# design 1

design_1/sizes.png
(4 px per um)
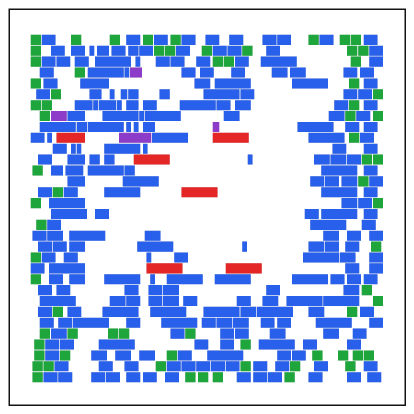
design_1/wires.png
(4 px per um) Two of the layers only.
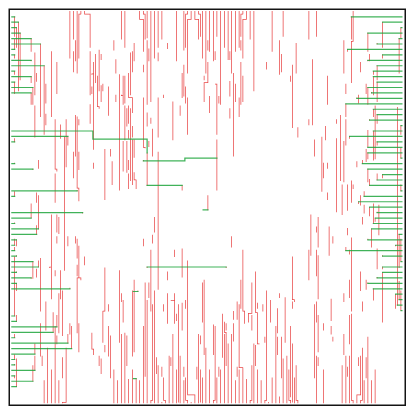
design_1/io_fan.png
(3 px per um)
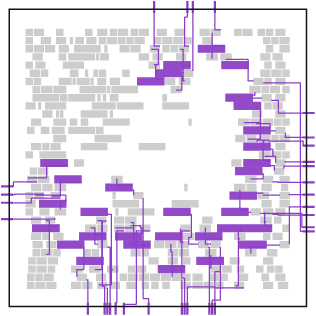
--- config.mk ---
export PLATFORM = sky130hd
export DESIGN_NAME = dbus_uncached_bridge
export DESIGN_NICKNAME = d
export VERILOG_FILES = /design/src/rtl/dbus_uncached_bridge.sv
export SDC_FILE = /design/constraint.sdc
export NUM_CORES = 1
export LEC_CHECK = 0
export CAP_MARGIN = 25
export CORE_MARGIN = 5
export CORE_UTILIZATION = 30
export CTS_BUF_LIST = sky130_fd_sc_hd__clkbuf_16
export DETAILED_ROUTE_END_ITERATION = 10
export GPL_TIMING_DRIVEN = 0
export PLACE_DENSITY = 0.79
export RECOVER_POWER = 100
export SYNTH_ARGS = -nofsm -noshare
export SYNTH_HDL_FRONTEND = slang
export SYNTH_SLANG_ARGS = --single-unit
--- constraint.sdc ---
create_clock -name clk -period 2.9 [get_ports clk]
set_input_delay 0.435 -clock clk [delete_from_list [all_inputs] [get_ports clk]]
set_output_delay 0.435 -clock clk [all_outputs]
set_load 0.005 [all_outputs]
--- src/rtl/dbus_uncached_bridge.sv ---
// Uncached DBus responder: forwards each core request as one single-beat memory access
// and returns responses in order. Optional store early-ack via `DBUS_WR_EARLY_ACK_EN.
module dbus_uncached_bridge #(
  parameter int unsigned OUTSTANDING = 4
) (
  input  logic        clk,
  input  logic        resetn,
  // core data bus
  input  logic        data_req,
  input  logic        data_wr,
  input  logic [1:0]  data_size,
  input  logic [19:0] data_tag,
  input  logic [7:0]  data_index,
  input  logic [3:0]  data_offset,
  input  logic [3:0]  data_wstrb,
  input  logic [31:0] data_wdata,
  output logic        data_addr_ok,
  output logic        data_data_ok,
  output logic [31:0] data_rdata,
  // memory port
  output logic        mem_req,
  output logic        mem_wr,
  output logic [1:0]  mem_size,
  output logic [31:0] mem_addr,
  output logic [3:0]  mem_wstrb,
  output logic [31:0] mem_wdata,
  input  logic        mem_gnt,
  input  logic        mem_rvalid,
  input  logic [31:0] mem_rdata,
  // status
  output logic        err_resp
);

  localparam int unsigned PTR_W = (OUTSTANDING > 1) ? $clog2(OUTSTANDING) : 1;
  localparam int unsigned CNT_W = PTR_W + 1;

  logic [OUTSTANDING-1:0] acked_q, acked_d;
  logic [PTR_W-1:0]       wr_ptr_q, wr_ptr_d;
  logic [PTR_W-1:0]       rd_ptr_q, rd_ptr_d;
  logic [CNT_W-1:0]       pend_cnt_q, pend_cnt_d;
  logic                   data_ok_q, data_ok_d;
  logic [31:0]            rdata_q, rdata_d;
  logic                   err_q, err_d;

  logic full_c;
  logic empty_c;
  logic push_c;
  logic pop_c;
  logic resp_c;
  logic early_c;

  assign full_c  = (pend_cnt_q == CNT_W'(OUTSTANDING));
  assign empty_c = (pend_cnt_q == '0);

  // Address phase is a straight combinational pass-through, gated only by full.
  assign mem_req      = data_req & ~full_c;
  assign data_addr_ok = mem_req & mem_gnt;
  assign mem_wr       = data_wr;
  assign mem_size     = data_size;
  assign mem_addr     = {data_tag, data_index, data_offset};
  assign mem_wstrb    = data_wstrb;
  assign mem_wdata    = data_wdata;

  assign push_c = data_addr_ok;
  // A response with nothing pending is an error, never a pop (covers zero-latency grant+rvalid).
  assign pop_c  = mem_rvalid & ~empty_c;
  assign resp_c = pop_c & ~acked_q[rd_ptr_q];

`ifdef DBUS_WR_EARLY_ACK_EN
  logic [CNT_W-1:0] unacked_q, unacked_d;

  // Early-ack only when nothing un-acked is ahead and no normal response owns this cycle.
  assign early_c = push_c & data_wr & (unacked_q == '0) & ~resp_c;

  always_comb begin
    unacked_d = unacked_q + CNT_W'(push_c & ~early_c) - CNT_W'(resp_c);
  end

  always_ff @(posedge clk or negedge resetn) begin
    if (!resetn) begin
      unacked_q <= '0;
    end else begin
      unacked_q <= unacked_d;
    end
  end
`else
  assign early_c = 1'b0;
`endif

  // Tracking FIFO, pointers and response register next-state.
  always_comb begin
    acked_d    = acked_q;
    wr_ptr_d   = wr_ptr_q;
    rd_ptr_d   = rd_ptr_q;
    pend_cnt_d = pend_cnt_q + CNT_W'(push_c) - CNT_W'(pop_c);
    data_ok_d  = resp_c | early_c;
    rdata_d    = rdata_q;
    err_d      = err_q | (mem_rvalid & empty_c);

    if (push_c) begin
      acked_d[wr_ptr_q] = early_c;
      wr_ptr_d          = wr_ptr_q + PTR_W'(1);
    end
    if (pop_c) begin
      rd_ptr_d = rd_ptr_q + PTR_W'(1);
    end
    if (resp_c) begin
      rdata_d = mem_rdata;
    end
  end

  always_ff @(posedge clk or negedge resetn) begin
    if (!resetn) begin
      acked_q    <= '0;
      wr_ptr_q   <= '0;
      rd_ptr_q   <= '0;
      pend_cnt_q <= '0;
      data_ok_q  <= 1'b0;
      rdata_q    <= '0;
      err_q      <= 1'b0;
    end else begin
      acked_q    <= acked_d;
      wr_ptr_q   <= wr_ptr_d;
      rd_ptr_q   <= rd_ptr_d;
      pend_cnt_q <= pend_cnt_d;
      data_ok_q  <= data_ok_d;
      rdata_q    <= rdata_d;
      err_q      <= err_d;
    end
  end

  assign data_data_ok = data_ok_q;
  assign data_rdata   = rdata_q;
  assign err_resp     = err_q;

endmodule
==> impl_metrics.toml <==
# yosys + openroad results
[pwr]
p_int_mw = 1.697
switching_power_mw = 0.6520

[drt]
routed.top_layer = "met4"

[global_routing]
antenna_found_initial = 0

[place]
pre_cts_slack_ps = 467.8
placedCellCount = 431

[floorplan]
taps = 102

[finish]
largest_reg_flops = 32
logic_gates = 59

[synthesis]
ys_sh_xor = 0.01860
aoi_share = 0.03188

[clock_tree]
ctsLongestPathBuffers = 2

[timing]
rsz0062_at_grt = "no"

[status]
status = "complete, no violations"

[critical_path]
r2r_slack_ps = 560
path_class = "input pin to primary output"
## Picture notes: design_1/sizes.png
| color | size | cells | share |
|---|---|---|---|
| red | _6 and larger | 6 | 1.8% |
| blue | _0 and _1 cells | 256 | 76% |
| green | _3 and _4 cells | 71 | 21% |
| purple | _2 cells | 4 | 1.2% |
bufs w/o clock: 218
design area: 4021 sq um
area grow syn2layout: 70.78%
final worst slack: 464.7 ps

## Picture notes: design_1/wires.png
| color | layer | wire length |
|---|---|---|
| red | metal 2 | 3330 um |
| green | metal 3 | 674 um |
Overall Global Routing Usage: 0.1223
Routed wire per std cell: 13.86 um
final WL: 6083 um

## Picture notes: design_1/io_fan.png
| color | port | bits | direction | end cells | wire |
|---|---|---|---|---|---|
| purple | data_rdata | 32 | output | 32 | 985 um |
port bufs: 143
I/O pins: 215


# design 2

`src/rtl/uart_rx_deserializer.sv`:
```
// UART receive front end: 16x oversampled start detection, 5-8 data bits LSB first,
// optional parity, stop check and break detection; one FIFO write per completed frame.
module uart_rx_deserializer #(
    parameter int SYNC_STAGES   = 2,
    parameter int MAJORITY_VOTE = 1
) (
    input  logic       i_clock,
    input  logic       i_reset,
    input  logic       i_baud_tick16,
    input  logic       i_rx_pin,
    input  logic [1:0] i_data_bits,
    input  logic       i_parity_enable,
    input  logic       i_parity_odd,
    output logic       o_fifo_we,
    output logic [7:0] o_data_out,
    output logic       o_frame_error,
    output logic       o_parity_error,
    output logic       o_break_detected,
    output logic       o_rx_busy
);

    // state     | meaning
    // IDLE      | waiting for a low line on a tick
    // START     | validating the start bit at mid-bit
    // DATA      | shifting in data bits LSB first
    // PARITY    | capturing the parity bit
    // STOP      | checking stop, writing the frame at mid-bit
    // BREAKWAIT | line held low after a break; wait for it to go high
    typedef enum logic [2:0] {
        S_IDLE, S_START, S_DATA, S_PARITY, S_STOP, S_BREAKWAIT
    } state_t;

    state_t r_state;
    state_t w_state_next;

    logic [SYNC_STAGES-1:0] r_sync;
    logic [3:0] r_tick_cnt;
    logic [1:0] r_samp;
    logic [2:0] r_bit_idx;
    logic [2:0] r_last_idx;
    logic       r_par_en;
    logic       r_par_odd;
    logic       r_par_bit;
    logic [7:0] r_data;
    logic       r_fifo_we;
    logic [7:0] r_data_out;
    logic       r_frame_error;
    logic       r_parity_error;
    logic       r_break_detected;

    logic w_rx_s;
    logic w_mid;
    logic w_wrap;
    logic w_vote;
    logic w_bit;
    logic w_start_det;
    logic w_brk;
    logic w_par_err;

    assign w_rx_s      = r_sync[SYNC_STAGES-1];
    assign w_mid       = i_baud_tick16 && (r_tick_cnt == 4'd9);
    assign w_wrap      = i_baud_tick16 && (r_tick_cnt == 4'd15);
    assign w_vote      = (r_samp[0] & r_samp[1]) | (r_samp[0] & w_rx_s) | (r_samp[1] & w_rx_s);
    assign w_bit       = (MAJORITY_VOTE != 0) ? w_vote : r_samp[1];
    assign w_start_det = (r_state == S_IDLE) && i_baud_tick16 && !w_rx_s;
    assign w_brk       = (r_data == 8'd0) && !(r_par_en && r_par_bit) && !w_bit;
    assign w_par_err   = r_par_en && ((^r_data ^ r_par_bit) != r_par_odd);

    // Reset loads 1s so that leaving reset never looks like a falling start edge.
    always_ff @(posedge i_clock) begin
        if (i_reset) begin
            r_sync <= '1;
        end else begin
            r_sync <= {r_sync[SYNC_STAGES-2:0], i_rx_pin};
        end
    end

    always_ff @(posedge i_clock) begin
        if (i_reset) begin
            r_state <= S_IDLE;
        end else begin
            r_state <= w_state_next;
        end
    end

    always_comb begin
        w_state_next = r_state;
        case (r_state)
            S_IDLE:      if (w_start_det) w_state_next = S_START;
            S_START: begin
                if (w_mid && w_bit)  w_state_next = S_IDLE;
                else if (w_wrap)     w_state_next = S_DATA;
            end
            S_DATA:      if (w_wrap && (r_bit_idx == r_last_idx))
                             w_state_next = r_par_en ? S_PARITY : S_STOP;
            S_PARITY:    if (w_wrap) w_state_next = S_STOP;
            S_STOP:      if (w_mid) w_state_next = w_brk ? S_BREAKWAIT : S_IDLE;
            S_BREAKWAIT: if (i_baud_tick16 && w_rx_s) w_state_next = S_IDLE;
            default:     w_state_next = S_IDLE;
        endcase
    end

    always_ff @(posedge i_clock) begin
        if (i_reset) begin
            r_tick_cnt       <= 4'd0;
            r_samp           <= 2'b11;
            r_bit_idx        <= 3'd0;
            r_last_idx       <= 3'd7;
            r_par_en         <= 1'b0;
            r_par_odd        <= 1'b0;
            r_par_bit        <= 1'b0;
            r_data           <= 8'd0;
            r_fifo_we        <= 1'b0;
            r_data_out       <= 8'd0;
            r_frame_error    <= 1'b0;
            r_parity_error   <= 1'b0;
            r_break_detected <= 1'b0;
        end else begin
            r_fifo_we <= 1'b0;
            if (i_baud_tick16) begin
                r_tick_cnt <= (r_state == S_IDLE) ? 4'd0 : r_tick_cnt + 4'd1;
                if (r_tick_cnt == 4'd7) r_samp[0] <= w_rx_s;
                if (r_tick_cnt == 4'd8) r_samp[1] <= w_rx_s;
            end
            if (w_start_det) begin
                r_last_idx <= {1'b1, i_data_bits};
                r_par_en   <= i_parity_enable;
                r_par_odd  <= i_parity_odd;
                r_par_bit  <= 1'b0;
                r_data     <= 8'd0;
                r_bit_idx  <= 3'd0;
            end
            if (r_state == S_DATA && w_mid)   r_data[r_bit_idx] <= w_bit;
            if (r_state == S_DATA && w_wrap)  r_bit_idx <= r_bit_idx + 3'd1;
            if (r_state == S_PARITY && w_mid) r_par_bit <= w_bit;
            if (r_state == S_STOP && w_mid) begin
                r_fifo_we        <= 1'b1;
                r_data_out       <= r_data;
                r_frame_error    <= !w_bit;
                r_parity_error   <= w_par_err;
                r_break_detected <= w_brk;
            end
        end
    end

    assign o_fifo_we        = r_fifo_we;
    assign o_data_out       = r_data_out;
    assign o_frame_error    = r_frame_error;
    assign o_parity_error   = r_parity_error;
    assign o_break_detected = r_break_detected;
    assign o_rx_busy        = (r_state != S_IDLE);

endmodule

```
`config.mk`:
```
export PLATFORM = sky130hd
export DESIGN_NAME = uart_rx_deserializer
export DESIGN_NICKNAME = d
export VERILOG_FILES = /design/src/rtl/uart_rx_deserializer.sv
export SDC_FILE = /design/constraint.sdc
export NUM_CORES = 1
export LEC_CHECK = 0
export CAP_MARGIN = 10
export CORE_MARGIN = 3
export CORE_UTILIZATION = 30
export CTS_BUF_LIST = sky130_fd_sc_hd__clkbuf_8
export DETAILED_ROUTE_END_ITERATION = 8
export GPL_TIMING_DRIVEN = 0
export PLACE_DENSITY_LB_ADDON = 0.1
export RECOVER_POWER = 100
export REMOVE_ABC_BUFFERS = 1
export SLEW_MARGIN = 20
export SYNTH_ARGS = -nofsm -noshare
export SYNTH_HDL_FRONTEND = slang
export SYNTH_SLANG_ARGS = --single-unit
```
`constraint.sdc`:
```
create_clock -name i_clock -period 1.8 [get_ports i_clock]
set_clock_uncertainty 0.2 [all_clocks]
set_input_delay 0.27 -clock i_clock [delete_from_list [all_inputs] [get_ports i_clock]]
set_output_delay 0.27 -clock i_clock [all_outputs]
set_load 0.01 [all_outputs]
```
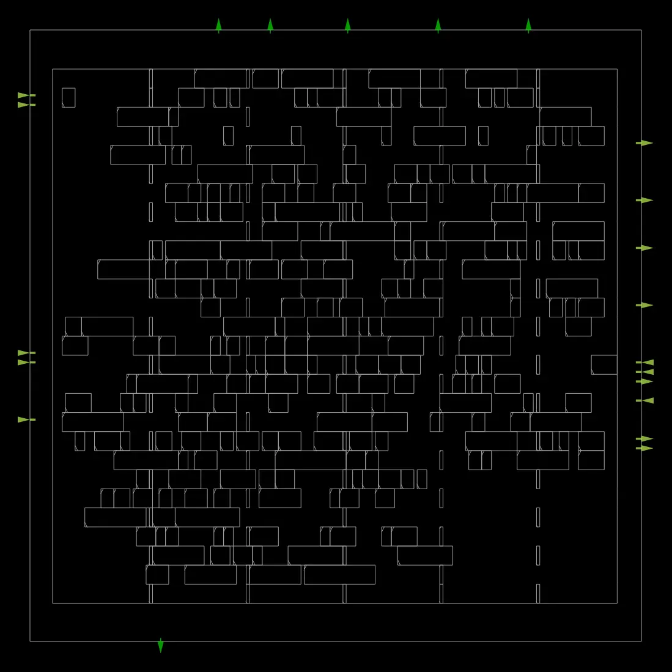
design_2/placement.png
# fillers: 613
final core utilization: 0.4100

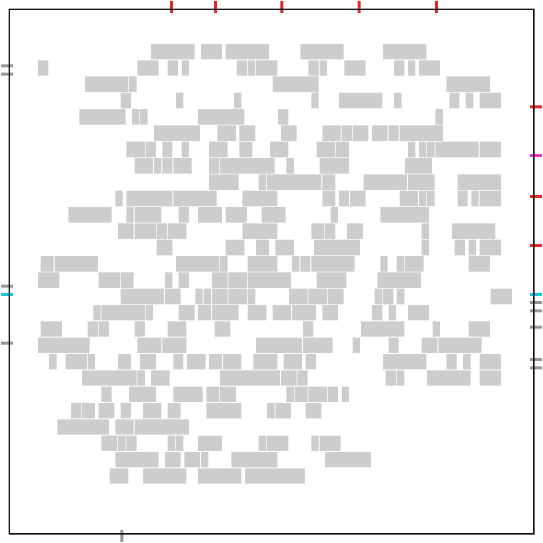
design_2/io_placement.png
(6 px per um) Pins as bars across the die edge, other pins in gray.
| color | port | pins | direction | edge |
|---|---|---|---|---|
| magenta | o_fifo_we | 1 | output | right |
| cyan | i_data_bits | 2 | input | 1 left, 1 right |
| red | o_data_out | 8 | output | 5 top, 3 right |
all pins by edge: 10 right, 5 left, 5 top, 1 bottom
Die Ht: 87.18 um
Die Span X: 87.18 um
port bufs: 20

==> impl_metrics.toml <==
# yosys + openroad results
[synthesis]
simple_gate_share = 0.2532
async_reset_ff_frac = 0
mux_area_frac = 0.02025
yosysTopAreaCell = "dfxtp_1"

[status]
status = "finished with violations"
violations = "negative setup slack"

[timing]
setup_slack_ps = -170.8
setup_viol_count_final = 7
tightest_slew_ps = 686.8

[pwr]
vdd_drop_max_mv = 0.2578
power_sequential_mw = 0.929

[critical_path]
crit_required_ps = 1780

[global_routing]
antenna_found_initial = 0
grt_max_degree = 34

[min_path]
holdCritStartpoint = "r_sync[0]$_SDFF_PP1_"

# design 3

design_3/wires.png
(1 px per um) Two of the layers only.
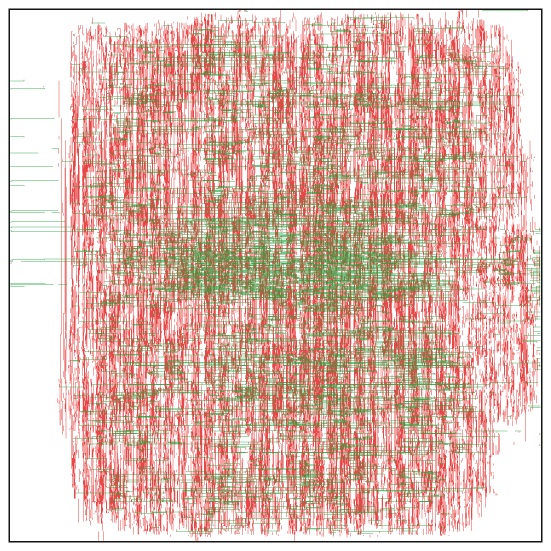
design_3/placement.png
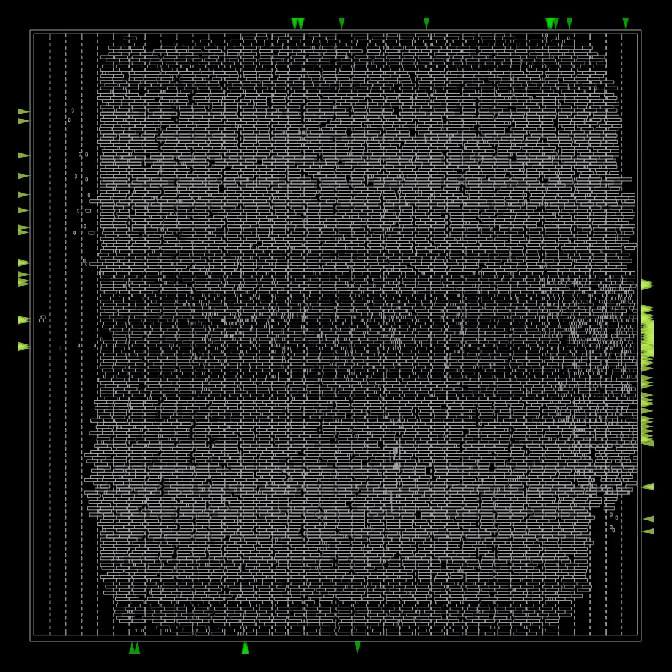
design_3/io_placement.png
(1 px per um) Pins as bars across the die edge, other pins in gray.
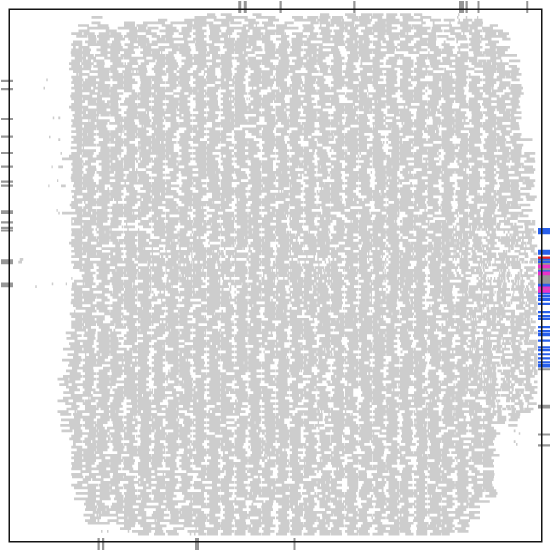
<file path="config.mk">
export PLATFORM = sky130hd
export DESIGN_NAME = mem_operand_stream
export DESIGN_NICKNAME = d
export VERILOG_FILES = /design/src/rtl/mem_operand_stream.sv
export SDC_FILE = /design/constraint.sdc
export NUM_CORES = 2
export LEC_CHECK = 0
export CAP_MARGIN = 15
export CORE_MARGIN = 3
export CORE_UTILIZATION = 60
export DETAILED_ROUTE_END_ITERATION = 16
export GPL_TIMING_DRIVEN = 0
export PLACE_DENSITY = 0.76
export RECOVER_POWER = 100
export SYNTH_ARGS = -nofsm -noshare
export SYNTH_HDL_FRONTEND = slang
export SYNTH_SLANG_ARGS = --single-unit
</file>
<file path="constraint.sdc">
create_clock -name clk -period 5.5 [get_ports clk]
set_clock_uncertainty 0.05 [all_clocks]
set_input_delay 0.825 -clock clk [delete_from_list [all_inputs] [get_ports clk]]
set_output_delay 0.825 -clock clk [all_outputs]
set_load 0.02 [all_outputs]
</file>
<file path="src/rtl/mem_operand_stream.sv">
// Operand memory: random-access write port, burst read sequencer and valid/ready stream.
// Define MEM_ZERO_INIT_EN to zero-fill the array after every reset (CLEAR state).
module mem_operand_stream #(
  parameter int unsigned WIDTH      = 32,
  parameter int unsigned ADDR_WIDTH = 7,
  parameter int unsigned BUF_DEPTH  = 4
) (
  input  logic                  clk,
  input  logic                  rst_n,
  input  logic                  wr_en,
  input  logic [ADDR_WIDTH-1:0] wr_addr,
  input  logic [WIDTH-1:0]      wr_data,
  output logic                  wr_err,
  input  logic                  rd_start,
  input  logic [ADDR_WIDTH-1:0] rd_base,
  input  logic [ADDR_WIDTH:0]   rd_len,
  output logic                  out_valid,
  input  logic                  out_ready,
  output logic [WIDTH-1:0]      out_data,
  output logic                  out_last,
  output logic                  busy,
  output logic                  done
);

  localparam int unsigned DEPTH = 1 << ADDR_WIDTH;
  localparam int unsigned LW    = ADDR_WIDTH + 1;
  localparam int unsigned BPW   = $clog2(BUF_DEPTH);
  localparam int unsigned CW    = $clog2(BUF_DEPTH + 1);
  localparam int unsigned OW    = CW + 1;

`ifdef MEM_ZERO_INIT_EN
  typedef enum logic [1:0] {S_IDLE, S_STREAM, S_DRAIN, S_CLEAR} state_e;
  localparam state_e RST_STATE = S_CLEAR;
`else
  typedef enum logic [1:0] {S_IDLE, S_STREAM, S_DRAIN} state_e;
  localparam state_e RST_STATE = S_IDLE;
`endif

  logic [WIDTH-1:0] mem [DEPTH];

  state_e                state_q, state_d;
  logic [ADDR_WIDTH-1:0] iss_ptr_q, iss_ptr_d;
  logic [LW-1:0]         iss_cnt_q, iss_cnt_d;
  logic [LW-1:0]         dlv_cnt_q, dlv_cnt_d;
  logic [ADDR_WIDTH-1:0] rd_addr_q, rd_addr_d;
  logic                  p1_vld_q, p1_vld_d;
  logic                  p2_vld_q, p2_vld_d;
  logic [WIDTH-1:0]      rd_data_q;
  logic [WIDTH-1:0]      buf_mem_q [BUF_DEPTH];
  logic [WIDTH-1:0]      buf_mem_d [BUF_DEPTH];
  logic [BPW-1:0]        buf_wp_q, buf_wp_d;
  logic [BPW-1:0]        buf_rp_q, buf_rp_d;
  logic [CW-1:0]         buf_cnt_q, buf_cnt_d;
  logic                  out_valid_q, out_valid_d;
  logic                  out_last_q, out_last_d;
  logic [WIDTH-1:0]      out_data_q, out_data_d;
  logic                  busy_q, busy_d;
  logic                  done_q, done_d;
  logic                  wr_err_q, wr_err_d;
`ifdef MEM_ZERO_INIT_EN
  logic [ADDR_WIDTH-1:0] clr_addr_q, clr_addr_d;
`endif

  logic                  mem_we;
  logic [ADDR_WIDTH-1:0] mem_waddr;
  logic [WIDTH-1:0]      mem_wdata;
  logic                  issue;
  logic                  hs;
  logic [OW-1:0]         occ;

  function automatic logic [BPW-1:0] buf_inc(input logic [BPW-1:0] p);
    return (p == BPW'(BUF_DEPTH - 1)) ? '0 : p + BPW'(1);
  endfunction

  // Next-state, issue credit and skid-buffer bookkeeping
  always_comb begin
    state_d    = state_q;
    iss_ptr_d  = iss_ptr_q;
    iss_cnt_d  = iss_cnt_q;
    dlv_cnt_d  = dlv_cnt_q;
    rd_addr_d  = rd_addr_q;
    buf_mem_d  = buf_mem_q;
    buf_wp_d   = buf_wp_q;
    buf_rp_d   = buf_rp_q;
    buf_cnt_d  = buf_cnt_q;
    mem_we     = 1'b0;
    mem_waddr  = wr_addr;
    mem_wdata  = wr_data;
    done_d     = 1'b0;
    issue      = 1'b0;
    wr_err_d   = wr_en && (state_q != S_IDLE);
    hs         = out_valid_q && out_ready;
    occ        = OW'(buf_cnt_q) + OW'(p1_vld_q) + OW'(p2_vld_q);
`ifdef MEM_ZERO_INIT_EN
    clr_addr_d = clr_addr_q;
`endif

    if (hs) dlv_cnt_d = dlv_cnt_q - LW'(1);

    case (state_q)
      S_IDLE: begin
        mem_we = wr_en;
        if (rd_start) begin
          if (rd_len != '0) begin
            state_d   = S_STREAM;
            iss_ptr_d = rd_base;
            iss_cnt_d = rd_len;
            dlv_cnt_d = rd_len;
          end else begin
            done_d = 1'b1;
          end
        end
      end
      S_STREAM: begin
        // Reads in flight count against buffer space so nothing is ever dropped
        if ((iss_cnt_q != '0) && (occ < OW'(BUF_DEPTH))) begin
          issue     = 1'b1;
          rd_addr_d = iss_ptr_q;
          iss_ptr_d = iss_ptr_q + ADDR_WIDTH'(1);
          iss_cnt_d = iss_cnt_q - LW'(1);
          if (iss_cnt_q == LW'(1)) state_d = S_DRAIN;
        end
      end
      S_DRAIN: begin
        if (dlv_cnt_d == '0) begin
          state_d = S_IDLE;
          done_d  = 1'b1;
        end
      end
`ifdef MEM_ZERO_INIT_EN
      S_CLEAR: begin
        mem_we     = 1'b1;
        mem_waddr  = clr_addr_q;
        mem_wdata  = '0;
        clr_addr_d = clr_addr_q + ADDR_WIDTH'(1);
        if (clr_addr_q == ADDR_WIDTH'(DEPTH - 1)) state_d = S_IDLE;
      end
`endif
      default: state_d = S_IDLE;
    endcase

    p1_vld_d = issue;
    p2_vld_d = p1_vld_q;

    if (p2_vld_q) begin
      buf_mem_d[buf_wp_q] = rd_data_q;
      buf_wp_d            = buf_inc(buf_wp_q);
    end
    if (hs) buf_rp_d = buf_inc(buf_rp_q);
    buf_cnt_d = buf_cnt_q + CW'(p2_vld_q) - CW'(hs);

    out_valid_d = (buf_cnt_d != '0);
    out_last_d  = out_valid_d && (dlv_cnt_d == LW'(1));
    out_data_d  = buf_mem_d[buf_rp_d];
    busy_d      = (state_d != S_IDLE);
  end

  always_ff @(posedge clk or negedge rst_n) begin
    if (!rst_n) begin
      state_q     <= RST_STATE;
      iss_ptr_q   <= '0;
      iss_cnt_q   <= '0;
      dlv_cnt_q   <= '0;
      rd_addr_q   <= '0;
      p1_vld_q    <= 1'b0;
      p2_vld_q    <= 1'b0;
      buf_mem_q   <= '{default: '0};
      buf_wp_q    <= '0;
      buf_rp_q    <= '0;
      buf_cnt_q   <= '0;
      out_valid_q <= 1'b0;
      out_last_q  <= 1'b0;
      out_data_q  <= '0;
      busy_q      <= 1'b0;
      done_q      <= 1'b0;
      wr_err_q    <= 1'b0;
`ifdef MEM_ZERO_INIT_EN
      clr_addr_q  <= '0;
`endif
    end else begin
      state_q     <= state_d;
      iss_ptr_q   <= iss_ptr_d;
      iss_cnt_q   <= iss_cnt_d;
      dlv_cnt_q   <= dlv_cnt_d;
      rd_addr_q   <= rd_addr_d;
      p1_vld_q    <= p1_vld_d;
      p2_vld_q    <= p2_vld_d;
      buf_mem_q   <= buf_mem_d;
      buf_wp_q    <= buf_wp_d;
      buf_rp_q    <= buf_rp_d;
      buf_cnt_q   <= buf_cnt_d;
      out_valid_q <= out_valid_d;
      out_last_q  <= out_last_d;
      out_data_q  <= out_data_d;
      busy_q      <= busy_d;
      done_q      <= done_d;
      wr_err_q    <= wr_err_d;
`ifdef MEM_ZERO_INIT_EN
      clr_addr_q  <= clr_addr_d;
`endif
    end
  end

  // Array and its data register stay reset-free so they map onto block RAM
  always_ff @(posedge clk) begin
    if (mem_we) mem[mem_waddr] <= mem_wdata;
    rd_data_q <= mem[rd_addr_q];
  end

  assign out_valid = out_valid_q;
  assign out_last  = out_last_q;
  assign out_data  = out_data_q;
  assign busy      = busy_q;
  assign done      = done_q;
  assign wr_err    = wr_err_q;

endmodule

</file>
==> impl_metrics.toml <==
# yosys + openroad results
[status]
status = "finished with violations"
violations = "max-capacitance violations, max-slew violations, negative setup slack"

[clock_tree]
clock_insertion_delay_worst_skew_ps = 960
ctsResizeCount = 0
clkTransAtPathRegs_ps = 60

[timing]
setup_slack_ps = -226.0
finalMaxSlewViolations = 5286
setup_viol_count_final = 470
slew_headroom = -2.413

[pwr]
power.group.top = "registers"
seqPwrFrac = 0.387

[synthesis]
syn_area_sq_um = 165300
edf_count = 4096
synth.net_count = 6790

[flow_run]
drv_cap = 126

[drt]
drcViolationCount = 0
routed.top_layer = "met5"

[global_routing]
grt_pass1_wl_um = 649500
first_global_vias = 82050

[critical_path]
crit_cells = 5
crit_required_ps = 5970

[finish]
regArea_sq_um = 128800

[min_path]
holdCritStartpoint = "p1_vld_q$_DFF_PN0_"
About design_3/wires.png:
| color | layer | wire length |
|---|---|---|
| red | metal 2 | 224 mm |
| green | metal 3 | 67.7 mm |
final WL: 472200 um
Overall Global Routing Usage: 0.3360
via count: 82500

About design_3/placement.png:
final core utilization: 0.6794
Row Count: 192
sequential cell area share: 0.6922
flop count: 4334

About design_3/io_placement.png:
| color | port | pins | direction | edge |
|---|---|---|---|---|
| magenta | rd_base | 7 | input | right |
| blue | out_data | 32 | output | right |
| red | busy | 1 | output | right |
Die Span X: 530.9 um
Die Ht: 530.9 um
port bufs: 94


